######## block 1 ########
Block 1, clock network drawn from the DEF:
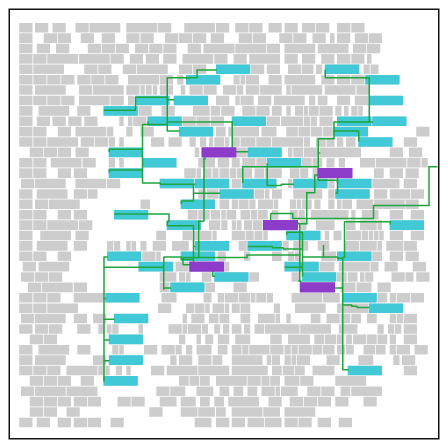

`src/rtl/vram_write_arbiter_pkg.sv`:
```
// Shared constants and state type for the framebuffer write arbiter.
package fractaski_vram_pkg;

  localparam int ADDR_W       = 18;
  localparam int DATA_W       = 8;
  localparam int FRAME_PIXELS = 76800;

  typedef enum logic [1:0] {
    IDLE  = 2'd0,
    RUN   = 2'd1,
    DRAIN = 2'd2,
    DONE  = 2'd3
  } arb_state_t;

  // Index width that stays legal for a single requester.
  function automatic int idx_w(input int n);
    return (n > 1) ? $clog2(n) : 1;
  endfunction

endpackage

```
`src/rtl/vram_write_arbiter_rr.sv`:
```
// Combinational round-robin picker: the request vector is rotated so that
// bit 0 lines up with ptr, the lowest set bit wins, and the offset is
// mapped back to an absolute index.
module rr_arbiter #(
  parameter int NUM_REQ = 8
) (
  input  logic [NUM_REQ-1:0]                             req,
  input  logic [fractaski_vram_pkg::idx_w(NUM_REQ)-1:0]  ptr,
  input  logic                                           en,
  output logic [NUM_REQ-1:0]                             gnt,
  output logic [fractaski_vram_pkg::idx_w(NUM_REQ)-1:0]  gnt_idx,
  output logic                                           any
);
  import fractaski_vram_pkg::*;

  localparam int PTR_W = idx_w(NUM_REQ);

  logic [2*NUM_REQ-1:0] dbl;
  logic [NUM_REQ-1:0]   rot;
  logic [PTR_W-1:0]     off;
  logic [PTR_W:0]       sum;
  logic                 found;

  // Rotate by ptr, find first set bit, map back modulo NUM_REQ.
  always_comb begin
    dbl   = {req, req} >> ptr;
    rot   = dbl[NUM_REQ-1:0];
    off   = '0;
    found = 1'b0;
    for (int i = 0; i < NUM_REQ; i++) begin
      if (!found && rot[i]) begin
        found = 1'b1;
        off   = PTR_W'(i);
      end
    end
    sum = {1'b0, ptr} + {1'b0, off};
    if (sum >= (PTR_W+1)'(NUM_REQ)) sum = sum - (PTR_W+1)'(NUM_REQ);
    any     = found && en;
    gnt_idx = sum[PTR_W-1:0];
    gnt     = '0;
    if (any) gnt[gnt_idx] = 1'b1;
  end

endmodule

```
`src/rtl/vram_write_arbiter.sv`:
```
// Round-robin arbiter for the single VRAM write port, sequenced per frame.
//
// state | meaning
// ------+------------------------------------------------------------
// IDLE  | waiting for frame_start; no grants
// RUN   | granting cores until FRAME_PIXELS in-range pixels are taken
// DRAIN | no grants; waiting for the held write to leave the register
// DONE  | frame_done high for one cycle, then back to IDLE
module vram_write_arbiter #(
  parameter int NUM_REQ      = 8,
  parameter int ADDR_W       = fractaski_vram_pkg::ADDR_W,
  parameter int DATA_W       = fractaski_vram_pkg::DATA_W,
  parameter int FRAME_PIXELS = fractaski_vram_pkg::FRAME_PIXELS
) (
  input  logic                      clk,
  input  logic                      reset_n,
  input  logic                      frame_start,
  input  logic [NUM_REQ-1:0]        req_valid,
  input  logic [NUM_REQ*ADDR_W-1:0] req_addr,
  input  logic [NUM_REQ*DATA_W-1:0] req_data,
  output logic [NUM_REQ-1:0]        req_ready,
  output logic                      vram_we,
  output logic [ADDR_W-1:0]         vram_addr,
  output logic [DATA_W-1:0]         vram_wdata,
  input  logic                      vram_ready,
  output logic                      busy,
  output logic                      frame_done,
  output logic                      oob_err
);
  import fractaski_vram_pkg::*;

  localparam int PTR_W = idx_w(NUM_REQ);
  localparam int CNT_W = $clog2(FRAME_PIXELS + 1);
  localparam logic [ADDR_W:0]  PIX_LIMIT = (ADDR_W+1)'(FRAME_PIXELS);
  localparam logic [CNT_W-1:0] LAST_PIX  = CNT_W'(FRAME_PIXELS - 1);
  localparam logic [PTR_W-1:0] LAST_IDX  = PTR_W'(NUM_REQ - 1);

  arb_state_t        state, state_nxt;
  logic [PTR_W-1:0]  rr_ptr, gnt_idx;
  logic [CNT_W-1:0]  count;
  logic              free, grant_en, any_gnt, in_range, fwd, drop;
  logic [ADDR_W-1:0] sel_addr;
  logic [DATA_W-1:0] sel_data;

  // The output register can take a new write when empty or emptying now.
  assign free     = !vram_we || vram_ready;
  assign grant_en = (state == RUN) && free;

  rr_arbiter #(.NUM_REQ(NUM_REQ)) u_rr (
    .req     (req_valid),
    .ptr     (rr_ptr),
    .en      (grant_en),
    .gnt     (req_ready),
    .gnt_idx (gnt_idx),
    .any     (any_gnt)
  );

  assign sel_addr = req_addr[gnt_idx*ADDR_W +: ADDR_W];
  assign sel_data = req_data[gnt_idx*DATA_W +: DATA_W];
  // Out-of-range pixels are still accepted so a faulty core cannot stall the array.
  assign in_range = {1'b0, sel_addr} < PIX_LIMIT;
  assign fwd      = any_gnt && in_range;
  assign drop     = any_gnt && !in_range;

  // State register.
  always_ff @(posedge clk or negedge reset_n) begin
    if (!reset_n) state <= IDLE;
    else          state <= state_nxt;
  end

  // Next-state and status outputs.
  always_comb begin
    state_nxt  = state;
    busy       = (state != IDLE);
    frame_done = 1'b0;
    case (state)
      IDLE:    if (frame_start) state_nxt = RUN;
      RUN:     if (fwd && (count == LAST_PIX)) state_nxt = DRAIN;
      DRAIN:   if (free) state_nxt = DONE;
      DONE: begin
        frame_done = 1'b1;
        state_nxt  = IDLE;
      end
      default: state_nxt = IDLE;
    endcase
  end

  // One-deep output register; holds its write until VRAM takes it.
  always_ff @(posedge clk or negedge reset_n) begin
    if (!reset_n) begin
      vram_we    <= 1'b0;
      vram_addr  <= '0;
      vram_wdata <= '0;
    end else if (fwd) begin
      vram_we    <= 1'b1;
      vram_addr  <= sel_addr;
      vram_wdata <= sel_data;
    end else if (vram_ready) begin
      vram_we    <= 1'b0;
    end
  end

  // Round-robin pointer moves just past the last winner.
  always_ff @(posedge clk or negedge reset_n) begin
    if (!reset_n)     rr_ptr <= '0;
    else if (any_gnt) rr_ptr <= (gnt_idx == LAST_IDX) ? '0 : gnt_idx + 1'b1;
  end

  // Pixel count and sticky range error, both cleared when a frame is armed.
  always_ff @(posedge clk or negedge reset_n) begin
    if (!reset_n) begin
      count   <= '0;
      oob_err <= 1'b0;
    end else if ((state == IDLE) && frame_start) begin
      count   <= '0;
      oob_err <= 1'b0;
    end else begin
      if (fwd)  count   <= count + 1'b1;
      if (drop) oob_err <= 1'b1;
    end
  end

endmodule

```
`config.mk`:
```
export PLATFORM = sky130hd
export DESIGN_NAME = vram_write_arbiter
export DESIGN_NICKNAME = d
export VERILOG_FILES = /design/src/rtl/vram_write_arbiter_pkg.sv /design/src/rtl/vram_write_arbiter_rr.sv /design/src/rtl/vram_write_arbiter.sv
export SDC_FILE = /design/constraint.sdc
export NUM_CORES = 1
export LEC_CHECK = 0
export CAP_MARGIN = 20
export CORE_MARGIN = 2
export CORE_UTILIZATION = 40
export DETAILED_ROUTE_END_ITERATION = 8
export PLACE_DENSITY = 0.84
export SKIP_CTS_REPAIR_TIMING = 1
export SLEW_MARGIN = 5
export SYNTH_ARGS = -nofsm -noshare
export SYNTH_HDL_FRONTEND = slang
export SYNTH_HIERARCHICAL = 1
export SYNTH_SLANG_ARGS = --single-unit
```
`constraint.sdc`:
```
create_clock -name clk -period 6.2 [get_ports clk]
set_input_delay 1.24 -clock clk [delete_from_list [all_inputs] [get_ports clk]]
set_output_delay 1.24 -clock clk [all_outputs]
set_load 0.005 [all_outputs]
```
######## block 2 ########
<file path="src/rtl/alu_ram_sequencer.sv">
// Instruction sequencer feeding the register-file/ALU top level: LOAD writes, ALU read/settle/capture/writeback/respond.
// Optional retired-instruction counter enabled by defining SEQ_PERF_CNT_EN.
module alu_ram_sequencer #(
    parameter int unsigned ALU_LAT = 1,
    parameter int unsigned INSTR_W = 18
) (
    input  logic               clock,
    input  logic               reset_n,
    input  logic [INSTR_W-1:0] instr,
    input  logic               instr_valid,
    output logic               instr_ready,
    output logic [7:0]         data,
    output logic               write_enable,
    output logic [3:0]         addr_write,
    output logic [3:0]         addr0,
    output logic [3:0]         addr1,
    output logic [2:0]         select,
    input  logic [7:0]         result,
    input  logic               zero_flag,
    input  logic               carry_flag,
    output logic               rsp_valid,
    input  logic               rsp_ready,
    output logic [7:0]         rsp_result,
    output logic               rsp_zero,
    output logic               rsp_carry,
    output logic               illegal,
    output logic [15:0]        instr_count
);

    localparam int unsigned WAIT_W = 4;
    localparam int unsigned REG_W  = 4;
    localparam int unsigned OP_W   = 3;

    localparam logic [1:0] K_LOAD = 2'b00;
    localparam logic [1:0] K_ALU  = 2'b01;
    localparam logic [1:0] K_NOP  = 2'b10;

    typedef enum logic [2:0] {
        S_IDLE,
        S_WRITE,
        S_READ,
        S_WAIT,
        S_CAPTURE,
        S_WB,
        S_RESP
    } state_t;

    state_t              state;
    logic [WAIT_W-1:0]   wait_cnt;
    logic [OP_W-1:0]     op_q;
    logic [REG_W-1:0]    rd_q;
    logic [REG_W-1:0]    ra_q;
    logic [REG_W-1:0]    rb_q;

    // Bit 12 of the encoding is reserved and intentionally ignored.
    logic unused_c;
    assign unused_c = instr[12];

    always_ff @(posedge clock or negedge reset_n) begin
        if (!reset_n) begin
            state        <= S_IDLE;
            wait_cnt     <= '0;
            op_q         <= '0;
            rd_q         <= '0;
            ra_q         <= '0;
            rb_q         <= '0;
            instr_ready  <= 1'b1;
            data         <= '0;
            write_enable <= 1'b0;
            addr_write   <= '0;
            addr0        <= '0;
            addr1        <= '0;
            select       <= '0;
            rsp_valid    <= 1'b0;
            rsp_result   <= '0;
            rsp_zero     <= 1'b0;
            rsp_carry    <= 1'b0;
            illegal      <= 1'b0;
        end else begin
            case (state)
                S_IDLE: begin
                    if (instr_valid) begin
                        case (instr[17:16])
                            K_LOAD: begin
                                write_enable <= 1'b1;
                                data         <= instr[7:0];
                                addr_write   <= instr[11:8];
                                instr_ready  <= 1'b0;
                                state        <= S_WRITE;
                            end
                            K_ALU: begin
                                op_q        <= instr[15:13];
                                rd_q        <= instr[11:8];
                                ra_q        <= instr[7:4];
                                rb_q        <= instr[3:0];
                                instr_ready <= 1'b0;
                                state       <= S_READ;
                            end
                            K_NOP: begin
                                state <= S_IDLE;
                            end
                            default: begin
                                illegal <= 1'b1;
                            end
                        endcase
                    end
                end
                S_WRITE: begin
                    write_enable <= 1'b0;
                    instr_ready  <= 1'b1;
                    state        <= S_IDLE;
                end
                S_READ: begin
                    addr0    <= ra_q;
                    addr1    <= rb_q;
                    select   <= op_q;
                    wait_cnt <= WAIT_W'(ALU_LAT - 1);
                    state    <= S_WAIT;
                end
                S_WAIT: begin
                    if (wait_cnt == '0) begin
                        state <= S_CAPTURE;
                    end else begin
                        wait_cnt <= wait_cnt - WAIT_W'(1);
                    end
                end
                // Result is captured once; writeback and response both use the captured copy.
                S_CAPTURE: begin
                    rsp_result   <= result;
                    rsp_zero     <= zero_flag;
                    rsp_carry    <= carry_flag;
                    write_enable <= 1'b1;
                    data         <= result;
                    addr_write   <= rd_q;
                    state        <= S_WB;
                end
                S_WB: begin
                    write_enable <= 1'b0;
                    rsp_valid    <= 1'b1;
                    state        <= S_RESP;
                end
                S_RESP: begin
                    if (rsp_ready) begin
                        rsp_valid   <= 1'b0;
                        instr_ready <= 1'b1;
                        state       <= S_IDLE;
                    end
                end
                default: begin
                    write_enable <= 1'b0;
                    rsp_valid    <= 1'b0;
                    instr_ready  <= 1'b1;
                    state        <= S_IDLE;
                end
            endcase
        end
    end

`ifdef SEQ_PERF_CNT_EN
    // Retire points: NOP at acceptance, LOAD in WRITE, ALU at the response handshake.
    logic        retire_c;
    logic [15:0] count_q;

    assign retire_c = ((state == S_IDLE) && instr_valid && (instr[17:16] == K_NOP))
                    || (state == S_WRITE)
                    || ((state == S_RESP) && rsp_ready);

    always_ff @(posedge clock or negedge reset_n) begin
        if (!reset_n) begin
            count_q <= '0;
        end else if (retire_c && (count_q != 16'hFFFF)) begin
            count_q <= count_q + 16'd1;
        end
    end

    assign instr_count = count_q;
`else
    assign instr_count = '0;
`endif

endmodule
</file>
<file path="config.mk">
export PLATFORM = sky130hd
export DESIGN_NAME = alu_ram_sequencer
export DESIGN_NICKNAME = d
export VERILOG_FILES = /design/src/rtl/alu_ram_sequencer.sv
export SDC_FILE = /design/constraint.sdc
export NUM_CORES = 1
export LEC_CHECK = 0
export ABC_AREA = 1
export CAP_MARGIN = 5
export CORE_MARGIN = 5
export CORE_UTILIZATION = 39
export DETAILED_ROUTE_END_ITERATION = 7
export GPL_TIMING_DRIVEN = 0
export HOLD_SLACK_MARGIN = 0.1
export PLACE_DENSITY = 0.8
export SETUP_SLACK_MARGIN = 0.4
export SLEW_MARGIN = 10
export SYNTH_ARGS = -nofsm -noshare
export SYNTH_HDL_FRONTEND = slang
export SYNTH_SLANG_ARGS = --single-unit
</file>
<file path="constraint.sdc">
create_clock -name clock -period 1.7 [get_ports clock]
set_clock_uncertainty 0.15 [all_clocks]
set_input_delay 0.17 -clock clock [delete_from_list [all_inputs] [get_ports clock]]
set_output_delay 0.17 -clock clock [all_outputs]
set_load 0.01 [all_outputs]
</file>
######## block 3 ########
<file path="config.mk">
export PLATFORM = sky130hd
export DESIGN_NAME = priority_queue_kv_flat
export DESIGN_NICKNAME = d
export VERILOG_FILES = /design/src/rtl/priority_queue_kv_if.sv /design/src/rtl/priority_queue_kv.sv /design/src/flat_wrapper.sv
export SDC_FILE = /design/constraint.sdc
export NUM_CORES = 1
export LEC_CHECK = 0
export CAP_MARGIN = 20
export CORE_MARGIN = 4
export CORE_UTILIZATION = 25
export CTS_CLUSTER_SIZE = 16
export DETAILED_ROUTE_END_ITERATION = 12
export HOLD_SLACK_MARGIN = 0.08
export PLACE_DENSITY = 0.42
export REMOVE_ABC_BUFFERS = 1
export SKIP_LAST_GASP = 1
export SYNTH_ARGS = -nofsm -noshare
export SYNTH_HDL_FRONTEND = slang
export SYNTH_SLANG_ARGS = --single-unit
export TNS_END_PERCENT = 30
</file>
<file path="constraint.sdc">
create_clock -name clk -period 8.41 [get_ports clk]
set_input_delay 1.682 -clock clk [delete_from_list [all_inputs] [get_ports clk]]
set_output_delay 1.682 -clock clk [all_outputs]
set_load 0.05 [all_outputs]
</file>
<file path="src/rtl/priority_queue_kv_if.sv">
// Request/response bundle between a producer/consumer pair and the key/payload priority queue.
// The master side issues operations and consumes the best entry; the slave side is the queue.
interface priority_queue_kv_if #(
  parameter int KEY_WIDTH     = 8,
  parameter int PAYLOAD_WIDTH = 8,
  parameter int CNT_WIDTH     = 4
);
  logic                     flush;
  logic [1:0]               op;
  logic [KEY_WIDTH-1:0]     in_key;
  logic [PAYLOAD_WIDTH-1:0] in_payload;
  logic                     in_valid;
  logic                     in_ready;
  logic [KEY_WIDTH-1:0]     out_key;
  logic [PAYLOAD_WIDTH-1:0] out_payload;
  logic                     out_valid;
  logic                     out_ready;
  logic [CNT_WIDTH-1:0]     count;
  logic                     full;
  logic                     empty;
  logic                     op_error;

  modport master (
    output flush, op, in_key, in_payload, in_valid, out_ready,
    input  in_ready, out_key, out_payload, out_valid, count, full, empty, op_error
  );

  modport slave (
    input  flush, op, in_key, in_payload, in_valid, out_ready,
    output in_ready, out_key, out_payload, out_valid, count, full, empty, op_error
  );
endinterface

</file>
<file path="src/rtl/priority_queue_kv.sv">
// Slot-based key/payload priority queue: DEPTH slots feed a balanced comparator tree that
// presents the best valid entry (max or min key, lowest slot on ties) with one op per cycle.
module priority_queue_kv #(
  parameter int KEY_WIDTH     = 8,
  parameter int PAYLOAD_WIDTH = 8,
  parameter int DEPTH         = 8,
  parameter int MODE_MIN      = 0,
  parameter int CNT_WIDTH     = $clog2(DEPTH + 1)
) (
  input  logic                clk,
  input  logic                reset_n,
  priority_queue_kv_if.slave  bus
);

  localparam int IDX_W = $clog2(DEPTH);
  localparam int LVLS  = $clog2(DEPTH);

  localparam logic [1:0] OP_PUSH    = 2'b01;
  localparam logic [1:0] OP_POP     = 2'b10;
  localparam logic [1:0] OP_REPLACE = 2'b11;

  logic [DEPTH-1:0]         vld_q, vld_d;
  logic [KEY_WIDTH-1:0]     key_q [DEPTH];
  logic [KEY_WIDTH-1:0]     key_d [DEPTH];
  logic [PAYLOAD_WIDTH-1:0] pay_q [DEPTH];
  logic [PAYLOAD_WIDTH-1:0] pay_d [DEPTH];
  logic [CNT_WIDTH-1:0]     cnt_q, cnt_d;
  logic                     err_q, err_d;

  // Level 0 holds the slots; each higher level halves the node count until one winner remains.
  for (genvar l = 0; l <= LVLS; l++) begin : g_lvl
    localparam int N = DEPTH >> l;
    logic                 nv [N];
    logic [KEY_WIDTH-1:0] nk [N];
    logic [IDX_W-1:0]     ni [N];

    if (l == 0) begin : g_leaf
      for (genvar s = 0; s < N; s++) begin : g_s
        assign nv[s] = vld_q[s];
        assign nk[s] = key_q[s];
        assign ni[s] = IDX_W'(s);
      end
    end else begin : g_node
      for (genvar n = 0; n < N; n++) begin : g_n
        logic                 lv, rv, pick_r;
        logic [KEY_WIDTH-1:0] lk, rk;
        assign lv = g_lvl[l-1].nv[2*n];
        assign rv = g_lvl[l-1].nv[2*n+1];
        assign lk = g_lvl[l-1].nk[2*n];
        assign rk = g_lvl[l-1].nk[2*n+1];
        // Right child only wins strictly, so equal keys resolve to the lower slot index.
        assign pick_r = rv && (!lv || ((MODE_MIN != 0) ? (rk < lk) : (rk > lk)));
        assign nv[n]  = lv | rv;
        assign nk[n]  = pick_r ? rk : lk;
        assign ni[n]  = pick_r ? g_lvl[l-1].ni[2*n+1] : g_lvl[l-1].ni[2*n];
      end
    end
  end

  logic             best_v;
  logic [IDX_W-1:0] best_idx;
  logic [IDX_W-1:0] free_idx;
  logic             full_w, empty_w;

  assign best_v   = g_lvl[LVLS].nv[0];
  assign best_idx = g_lvl[LVLS].ni[0];
  assign full_w   = (cnt_q == CNT_WIDTH'(DEPTH));
  assign empty_w  = (cnt_q == '0);

  always_comb begin
    free_idx = '0;
    for (int i = DEPTH - 1; i >= 0; i--) begin
      if (!vld_q[i]) free_idx = IDX_W'(i);
    end
  end

  logic push_fire, pop_fire, rep_ovw, rep_push, rep_pop, do_push, do_pop, err_req;

  assign push_fire = (bus.op == OP_PUSH) && bus.in_valid && !full_w;
  assign pop_fire  = (bus.op == OP_POP) && best_v && bus.out_ready;
  assign rep_ovw   = (bus.op == OP_REPLACE) && bus.in_valid && best_v && bus.out_ready;
  assign rep_push  = (bus.op == OP_REPLACE) && bus.in_valid && !best_v;
  assign rep_pop   = (bus.op == OP_REPLACE) && !bus.in_valid && best_v && bus.out_ready;
  assign do_push   = push_fire | rep_push;
  assign do_pop    = pop_fire | rep_pop;
  assign err_req   = ((bus.op == OP_PUSH) && bus.in_valid && full_w) ||
                     ((bus.op == OP_POP) && bus.out_ready && empty_w);

  always_comb begin
    vld_d = vld_q;
    key_d = key_q;
    pay_d = pay_q;
    cnt_d = cnt_q;
    err_d = 1'b0;
    if (bus.flush) begin
      vld_d = '0;
      cnt_d = '0;
    end else begin
      err_d = err_req;
      if (do_push) begin
        vld_d[free_idx] = 1'b1;
        key_d[free_idx] = bus.in_key;
        pay_d[free_idx] = bus.in_payload;
        cnt_d           = cnt_q + CNT_WIDTH'(1);
      end else if (do_pop) begin
        vld_d[best_idx] = 1'b0;
        cnt_d           = cnt_q - CNT_WIDTH'(1);
      end else if (rep_ovw) begin
        key_d[best_idx] = bus.in_key;
        pay_d[best_idx] = bus.in_payload;
      end
    end
  end

  always_ff @(posedge clk) begin
    if (!reset_n) begin
      vld_q <= '0;
      cnt_q <= '0;
      err_q <= 1'b0;
      for (int i = 0; i < DEPTH; i++) begin
        key_q[i] <= '0;
        pay_q[i] <= '0;
      end
    end else begin
      vld_q <= vld_d;
      cnt_q <= cnt_d;
      err_q <= err_d;
      key_q <= key_d;
      pay_q <= pay_d;
    end
  end

  assign bus.count       = cnt_q;
  assign bus.full        = full_w;
  assign bus.empty       = empty_w;
  assign bus.in_ready    = !full_w;
  assign bus.out_valid   = best_v;
  assign bus.out_key     = best_v ? key_q[best_idx] : '0;
  assign bus.out_payload = best_v ? pay_q[best_idx] : '0;
  assign bus.op_error    = err_q;

endmodule
</file>
<file path="src/flat_wrapper.sv">
// flat-port wrapper written by rule: the top's interface ports become plain ports
module priority_queue_kv_flat 
#(
  parameter int KEY_WIDTH     = 8,
  parameter int PAYLOAD_WIDTH = 8,
  parameter int DEPTH         = 8,
  parameter int MODE_MIN      = 0,
  parameter int CNT_WIDTH     = $clog2(DEPTH + 1)
)
  (clk, reset_n, bus_flush, bus_op, bus_in_key, bus_in_payload, bus_in_valid, bus_out_ready, bus_in_ready, bus_out_key, bus_out_payload, bus_out_valid, bus_count, bus_full, bus_empty, bus_op_error);
  priority_queue_kv_if #(.KEY_WIDTH(KEY_WIDTH), .PAYLOAD_WIDTH(PAYLOAD_WIDTH), .CNT_WIDTH(CNT_WIDTH)) bus_i ();
  input  logic clk;
  input  logic reset_n;
  input wire logic [$bits(bus_i.flush)-1:0] bus_flush;
  input wire logic [$bits(bus_i.op)-1:0] bus_op;
  input wire logic [$bits(bus_i.in_key)-1:0] bus_in_key;
  input wire logic [$bits(bus_i.in_payload)-1:0] bus_in_payload;
  input wire logic [$bits(bus_i.in_valid)-1:0] bus_in_valid;
  input wire logic [$bits(bus_i.out_ready)-1:0] bus_out_ready;
  output wire logic [$bits(bus_i.in_ready)-1:0] bus_in_ready;
  output wire logic [$bits(bus_i.out_key)-1:0] bus_out_key;
  output wire logic [$bits(bus_i.out_payload)-1:0] bus_out_payload;
  output wire logic [$bits(bus_i.out_valid)-1:0] bus_out_valid;
  output wire logic [$bits(bus_i.count)-1:0] bus_count;
  output wire logic [$bits(bus_i.full)-1:0] bus_full;
  output wire logic [$bits(bus_i.empty)-1:0] bus_empty;
  output wire logic [$bits(bus_i.op_error)-1:0] bus_op_error;
  assign bus_i.flush = bus_flush;
  assign bus_i.op = bus_op;
  assign bus_i.in_key = bus_in_key;
  assign bus_i.in_payload = bus_in_payload;
  assign bus_i.in_valid = bus_in_valid;
  assign bus_i.out_ready = bus_out_ready;
  assign bus_in_ready = bus_i.in_ready;
  assign bus_out_key = bus_i.out_key;
  assign bus_out_payload = bus_i.out_payload;
  assign bus_out_valid = bus_i.out_valid;
  assign bus_count = bus_i.count;
  assign bus_full = bus_i.full;
  assign bus_empty = bus_i.empty;
  assign bus_op_error = bus_i.op_error;
  priority_queue_kv #(.KEY_WIDTH(KEY_WIDTH), .PAYLOAD_WIDTH(PAYLOAD_WIDTH), .DEPTH(DEPTH), .MODE_MIN(MODE_MIN), .CNT_WIDTH(CNT_WIDTH)) u_core (.clk(clk), .reset_n(reset_n), .bus(bus_i));
endmodule
</file>
######## block 4 ########
--- src/rtl/parity_pkg.sv ---
// Shared types and constants for the streaming parity accumulator.
package parity_pkg;

  typedef enum logic {ACC, HOLD} par_state_t;

  localparam logic PAR_EVEN = 1'b0;
  localparam logic PAR_ODD  = 1'b1;

endpackage : parity_pkg

--- src/rtl/xor_reduce.sv ---
// Combinational parity of one word: 1 when the word holds an odd number of ones.
module xor_reduce #(
  parameter int unsigned WIDTH = 8
) (
  input  logic [WIDTH-1:0] data,
  output logic             parity_c
);

  assign parity_c = ^data;

endmodule : xor_reduce

--- src/rtl/parity_stream_acc.sv ---
// Streaming frame parity generator with saturating beat count and back-pressured result.
// Optional feature macro PARITY_STREAM_CHECK_EN adds exp_parity/out_err comparison.
module parity_stream_acc
  import parity_pkg::*;
#(
  parameter  int unsigned WIDTH     = 8,
  parameter  int unsigned MAX_WORDS = 16,
  localparam int unsigned CNT_W     = $clog2(MAX_WORDS + 1)
) (
  input  logic             clk,
  input  logic             rst_n,
  input  logic             in_valid,
  output logic             in_ready,
  input  logic [WIDTH-1:0] in_data,
  input  logic             in_last,
  input  logic             odd_mode,
  output logic             out_valid,
  input  logic             out_ready,
  output logic             out_parity,
  output logic [CNT_W-1:0] out_count,
  output logic             out_ovf
`ifdef PARITY_STREAM_CHECK_EN
  ,
  input  logic             exp_parity,
  output logic             out_err
`endif
);

  par_state_t       state_q, state_d;
  logic             acc_q, acc_d;
  logic [CNT_W-1:0] cnt_q, cnt_d;
  logic             ovf_q, ovf_d;
  logic             mode_q, mode_d;
  logic             out_parity_q, out_parity_d;
  logic [CNT_W-1:0] out_count_q, out_count_d;
  logic             out_ovf_q, out_ovf_d;
`ifdef PARITY_STREAM_CHECK_EN
  logic             out_err_q, out_err_d;
`endif

  logic             word_par_c;
  logic             beat_c;
  logic             first_c;
  logic             at_max_c;
  logic [CNT_W-1:0] cnt_inc_c;
  logic             frame_mode_c;
  logic             frame_par_c;

  xor_reduce #(.WIDTH(WIDTH)) u_xor_reduce (
    .data     (in_data),
    .parity_c (word_par_c)
  );

  // cnt never wraps, so zero reliably marks the first beat of a frame
  assign beat_c       = in_valid && (state_q == ACC);
  assign first_c      = (cnt_q == '0);
  assign at_max_c     = (cnt_q == CNT_W'(MAX_WORDS));
  assign cnt_inc_c    = at_max_c ? cnt_q : cnt_q + CNT_W'(1);
  assign frame_mode_c = first_c ? odd_mode : mode_q;
  assign frame_par_c  = acc_q ^ word_par_c ^ frame_mode_c;

  always_comb begin
    state_d      = state_q;
    acc_d        = acc_q;
    cnt_d        = cnt_q;
    ovf_d        = ovf_q;
    mode_d       = mode_q;
    out_parity_d = out_parity_q;
    out_count_d  = out_count_q;
    out_ovf_d    = out_ovf_q;
`ifdef PARITY_STREAM_CHECK_EN
    out_err_d    = out_err_q;
`endif
    case (state_q)
      ACC: begin
        if (beat_c) begin
          if (in_last) begin
            out_parity_d = frame_par_c;
            out_count_d  = cnt_inc_c;
            out_ovf_d    = ovf_q || at_max_c;
`ifdef PARITY_STREAM_CHECK_EN
            out_err_d    = (frame_par_c != exp_parity);
`endif
            state_d      = HOLD;
          end else begin
            acc_d = acc_q ^ word_par_c;
            cnt_d = cnt_inc_c;
            if (at_max_c) ovf_d = 1'b1;
            if (first_c) mode_d = odd_mode;
          end
        end
      end
      HOLD: begin
        // No bypass: the freed slot is only advertised on the following cycle
        if (out_ready) begin
          state_d = ACC;
          acc_d   = 1'b0;
          cnt_d   = '0;
          ovf_d   = 1'b0;
        end
      end
      default: state_d = ACC;
    endcase
  end

  always_ff @(posedge clk or negedge rst_n) begin
    if (!rst_n) begin
      state_q      <= ACC;
      acc_q        <= 1'b0;
      cnt_q        <= '0;
      ovf_q        <= 1'b0;
      mode_q       <= PAR_EVEN;
      out_parity_q <= 1'b0;
      out_count_q  <= '0;
      out_ovf_q    <= 1'b0;
`ifdef PARITY_STREAM_CHECK_EN
      out_err_q    <= 1'b0;
`endif
    end else begin
      state_q      <= state_d;
      acc_q        <= acc_d;
      cnt_q        <= cnt_d;
      ovf_q        <= ovf_d;
      mode_q       <= mode_d;
      out_parity_q <= out_parity_d;
      out_count_q  <= out_count_d;
      out_ovf_q    <= out_ovf_d;
`ifdef PARITY_STREAM_CHECK_EN
      out_err_q    <= out_err_d;
`endif
    end
  end

  assign in_ready   = (state_q == ACC);
  assign out_valid  = (state_q == HOLD);
  assign out_parity = out_parity_q;
  assign out_count  = out_count_q;
  assign out_ovf    = out_ovf_q;
`ifdef PARITY_STREAM_CHECK_EN
  assign out_err    = out_err_q;
`endif

endmodule : parity_stream_acc

--- config.mk ---
export PLATFORM = sky130hd
export DESIGN_NAME = parity_stream_acc
export DESIGN_NICKNAME = d
export VERILOG_FILES = /design/src/rtl/parity_pkg.sv /design/src/rtl/xor_reduce.sv /design/src/rtl/parity_stream_acc.sv
export SDC_FILE = /design/constraint.sdc
export NUM_CORES = 1
export LEC_CHECK = 0
export ABC_AREA = 1
export CORE_ASPECT_RATIO = 1.1
export CORE_MARGIN = 2
export CORE_UTILIZATION = 48
export CTS_BUF_LIST = sky130_fd_sc_hd__clkbuf_16
export CTS_CLUSTER_SIZE = 12
export DETAILED_ROUTE_END_ITERATION = 8
export HOLD_SLACK_MARGIN = 0.03
export PLACE_DENSITY = 0.78
export SYNTH_ARGS = -nofsm -noshare
export SYNTH_HDL_FRONTEND = slang
export SYNTH_SLANG_ARGS = --single-unit
--- constraint.sdc ---
create_clock -name clk -period 1.57 [get_ports clk]
set_input_delay 0.157 -clock clk [delete_from_list [all_inputs] [get_ports clk]]
set_output_delay 0.157 -clock clk [all_outputs]
set_load 0.01 [all_outputs]
Block 1, routed metal, one colour a layer:
Bar = 20 µm.
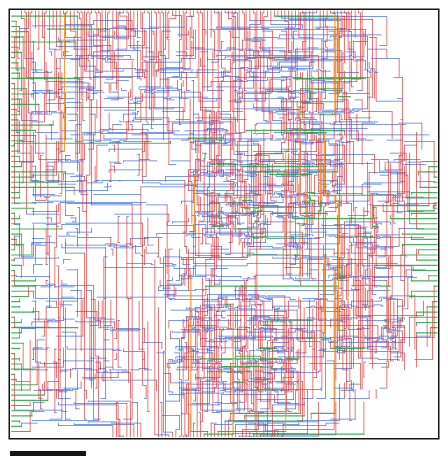
legend:
  M2:
    colour: red
    wire_length: 9,270 µm
  M1:
    colour: blue
    wire_length: 6,880 µm
  M3:
    colour: green
    wire_length: 1,310 µm
  M4:
    colour: orange
    wire_length: 411 µm
via count: 5,055
GRT Overall Usage: 27.1%

## Picture notes: 'clock network drawn from the DEF' of block 1
legend:
  clock-net drivers:
    colour: purple
    count: 5
  clock wires:
    colour: green
    length: 661 µm
  flip-flops:
    colour: cyan
    count: 50
routed clock nets: 6

==> metrics.cfg, block 1 <==
[detailed_routing]
route.met2.wl_um = 9270

[floorplan]
rows = 39
core_util_floorplan_pct = 40.9

[setup_path]
worstPathCellList = dlymetal6s2s_1 -> buf_4 -> nand2_1 -> a21boi_0 -> o21ai_0 -> mux4_2 -> a22o_1 -> ha_4 -> fa_2 -> xor2_2 -> nand4_1 -> nor2b_4 -> buf_4 -> mux4_2 -> mux2_4 -> a2111oi_4 -> o211ai_4 -> buf_6 -> or4_1 -> nand2_1
cp_slowest_cell = a2111oi_4
path_depth = 20

[run_status]
status = finished clean

[grt]
grt_max_degree = 39
grt-busiest-layer = met2

[pwr]
p_sw_mw = 2.88
power_mw = 6.54
leakage_nw = 3.27

[final_layout]
layout-drive-gt1-share_pct = 22.5
fin_area_um2 = 8030
seq_cells = 50
combGateArea_um2 = 3350
antenna_cells = 0

[flow_run]
max_cap_viol_count = 0

[synth]
topCellsByArea = mux4_2 27%, dfrtp_1 27%, mux2i_1 6.4%, o21ai_0 4.0%, mux2_2 3.9%
ys_area_um2 = 4670
ys_sh_aoi_pct = 13.9

[placement]
gp_congestion = 0.939
place_ws_ps = -386
dpl.hpwl_um = 14600

[min_path]
worstHoldStart = vram_addr[8]

[sta]
fin_ws_ps = 226
timing.final.crit_period_ps = 5970
slew_headroom_pct = 65.3

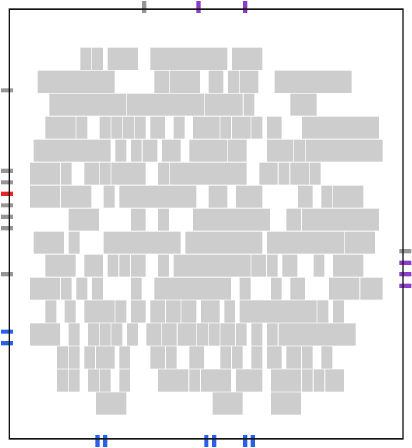
Block 4: pin placement
Pins as bars across the die edge, other pins in grey.
legend:
  in_data:
    colour: blue
    pins: 8
    direction: input
    edge: 6 bottom, 2 left
  out_count:
    colour: purple
    pins: 5
    direction: output
    edge: 3 right, 2 top
  in_ready:
    colour: red
    pins: 1
    direction: output
    edge: left
all pins by edge: 10 left, 6 bottom, 4 right, 3 top
Die W: 46.4 µm
PortBufs: 22
Die Span Y: 50.7 µm

Block 4, clock network drawn from the DEF:
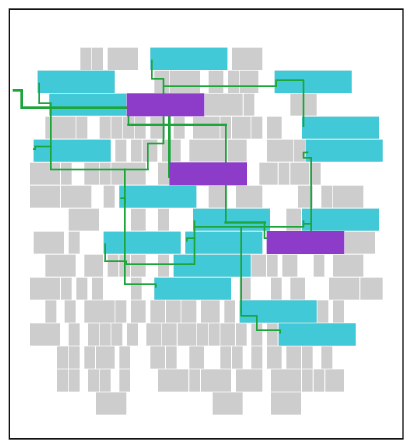
legend:
  clock wires:
    colour: green
    length: 216 µm
  clock-net drivers:
    colour: purple
    count: 3
  flip-flops:
    colour: cyan
    count: 16
routed clock nets: 4

==> metrics.cfg, block 4 <==
[run_status]
status = finished clean

[synth]
synth_warnings = 0
topCellsByArea = dfrtp_1 42%, nand2_1 16%, inv_1 9.1%, nand3_1 6.9%, xor2_1 3.7%
common_cells = 41 x nand2_1, 23 x inv_1, 16 x dfrtp_1, 13 x nand3_1, 6 x o21ai_1
synth_nets = 147
ys_ff = 16

[clock_tree]
clockRootBuffer = clkbuf_16
cts.path.max_buffers = 2

[detailed_routing]
met1_length_um = 877
route.met2.wl_um = 1140

[final_layout]
layout-drive-gt1-share_pct = 9.62
nNetsFinal = 174
clk_share_pct = 5.86

[sta]
tns_ps = 0

[grt]
use_met1_pct = 23.2
grt_max_degree = 17
grt_util_met3_pct = 4.68

[pwr]
power_mw = 1.66
comb_power_share_pct = 35.3

[setup_path]
reg2reg_depth = 8
critPathBufInv = 2

Block 2, routed metal, one colour a layer:
Bar = 20 µm.
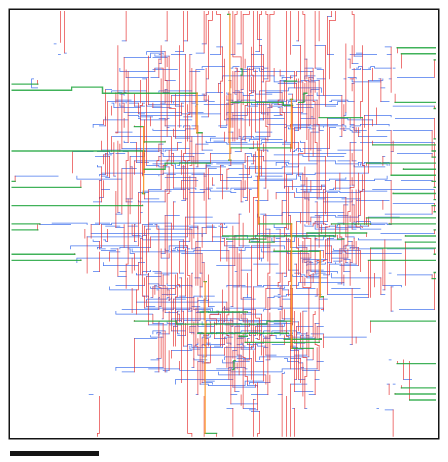
legend:
  M1:
    colour: blue
    wire_length: 3,020 µm
  M4:
    colour: orange
    wire_length: 156 µm
  M3:
    colour: green
    wire_length: 623 µm
  M2:
    colour: red
    wire_length: 3,900 µm

==> metrics.cfg, block 2 <==
[setup_path]
critical_path.endpoint = wait_cnt[1]
critPathLaunchType = flop
cpMostUsedCell = nand2_4
path_class = reg -> reg
ff2ff_setup_slack_ps = 200
worstPathCellList = buf_6 -> nor2_4 -> nand2_4 -> buf_12 -> nand2_4 -> nand3b_1 -> o21ai_0
critPathMaxFanout = 5

[floorplan]
chip_area_um2 = 9180
core_region_area_um2 = 7210
fp.dieW_um = 95.8

[synth]
top_cell_area_share_pct = 50.5
ys_area_um2 = 2870
top_area_cell = dfrtp_1
ys_sh_aoi_pct = 11.4
synthAdderAreaFrac_pct = 2.61
ys_cells = 317
syn_area_um2 = 2870
ys_types = 29
syn_avg_cell_area_um2 = 9.06

[placement]
place_ws_ps = -157

[grt]
grt_util_met3_pct = 6.10
grt_pass1_wl_um = 12500
grtUsageMet2_pct = 30.7
grt-ovfl-total = 0

[final_layout]
layout_top_cell = nand2_1
combGateArea_um2 = 1200
logic_gate_count = 221

[detailed_routing]
via_count = 2567

[sta]
holdWs_ps = 199
finalSetupViolations = 0
slew_viol_final = 0
timing.final.crit_period_ps = 1500
fin_ws_ps = 197
period_used_pct = 88.4
rsz0062_at_grt = yes

[clock_tree]
cts_buffers = 9
cts_tree = built
postCtsSetupRepairBufs = 20

[min_path]
hold_path_depth = 3

[run_status]
status = finished clean

[pwr]
p_clk_share_pct = 20.8

Block 3, placed standard cells:
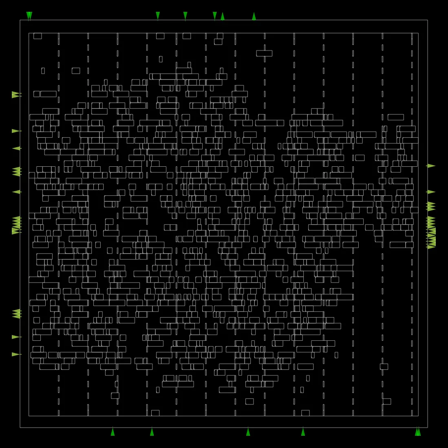
sequential cell area share: 27.3%
fillers: 3,474

Block 3, nets reached from selected ports:
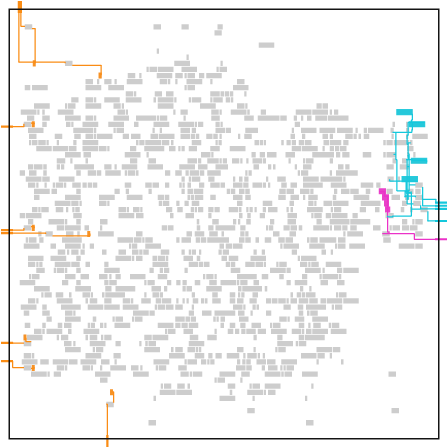
legend:
  bus_in_payload:
    colour: orange
    direction: input
    edge: 5 left, 2 top, 1 bottom
    end_cells: 8
    wire: 178 µm
  bus_count:
    colour: cyan
    direction: output
    edge: right
    end_cells: 4
    wire: 233 µm
  bus_out_ready:
    colour: magenta
    direction: input
    edge: right
    end_cells: 4
    wire: 50.7 µm

==> metrics.cfg, block 3 <==
[clock_tree]
hold_buffers = 0

[synth]
synth_warnings = 0
async_flop_share_pct = 0
common_cells = 164 x nand2_1, 141 x dfxtp_1, 138 x mux2i_1, 58 x ha_1, 47 x inv_1
ys_sh_aoi_pct = 14.2
syn_area_um2 = 8380
top_area_cell = dfxtp_1
top_cell_area_share_pct = 33.7
synth-simple-area-share_pct = 18.5

[final_layout]
antenna_cells = 0
area_delta_synth_final_pct = 23.2
final_util_pct = 31.5
combGateArea_um2 = 5270
clock_buffers = 18
layout_top_cell = nand2_1
finish.cell_count_without_fillers = 1466

[pwr]
sw_frac_of_total_pct = 27.7
comb_power_share_pct = 6.9
seqPwrFrac_pct = 44.2

[placement]
gp_congestion = 0.904
place_ws_ps = 66.8

[setup_path]
end_kind = primary output
critPathBufInv = 6
critical_path.endpoint = bus_out_key[2]
cp_slowest_cell = nor4_2
regToRegEndpoint = u_core.pay_q[63]

[sta]
finalSetupViolations = 0
worstMarginPinSlew_ps = 1240
slew_headroom_pct = 17.3

[min_path]
hold_path_depth = 2
whs_endpoint = u_core.pay_q[8]

[grt]
antenna_found_initial = 0
grt_util_met3_pct = 2.89
grtUsageMet2_pct = 27.6
grt_pass1_vias = 7503

[run_status]
status = finished clean

[detailed_routing]
first_pass_iters = 5
drt-vias-per-instance = 4.94
dr_wl_met3_um = 1000

[flow_run]
tool_warnings = 27
max_cap_viol_count = 0

[floorplan]
die_h_um = 191



==> notes/layouts.md <==
Pictures saved along the way, in no particular order.

Nets reached from selected ports.
shot_01.png
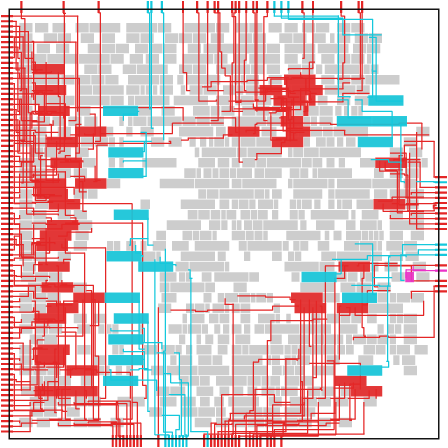
shot_02.png
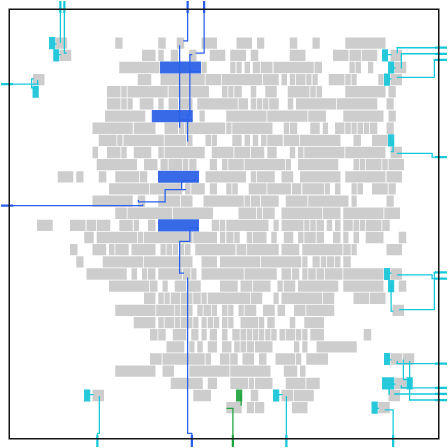
shot_03.png
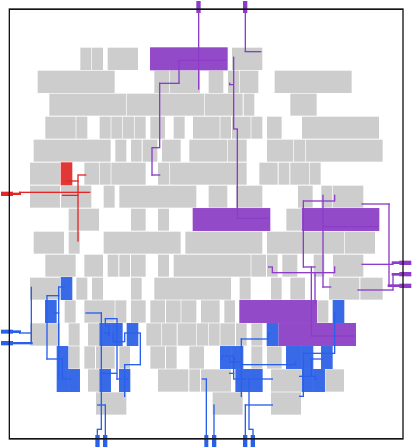
block 4: shot_03.png
block 2: shot_02.png
block 1: shot_01.png


==> layout pictures side by side <==
Placed standard cells.
image #1
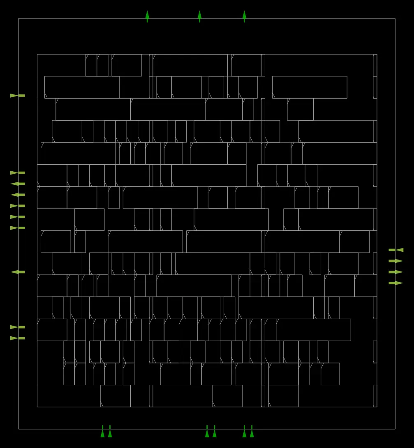
image #2
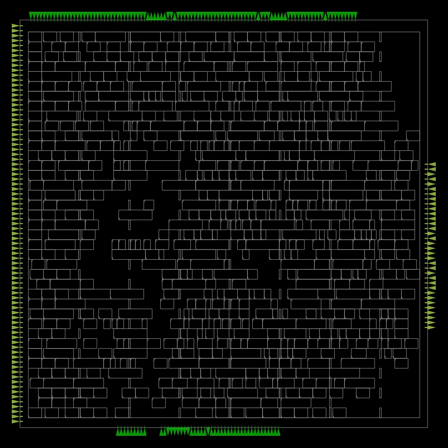
image #3
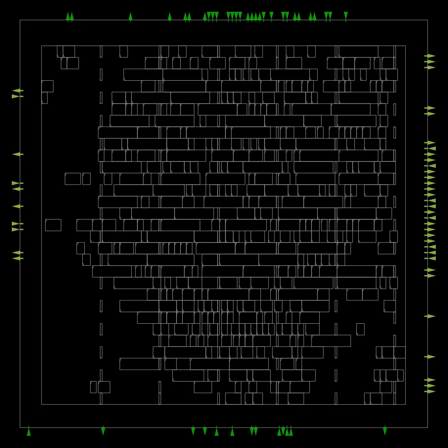
- image #3 = block 2
- image #2 = block 1
- image #1 = block 4
The one with the most cells is image #2.
The one with the fewest cells is image #1.

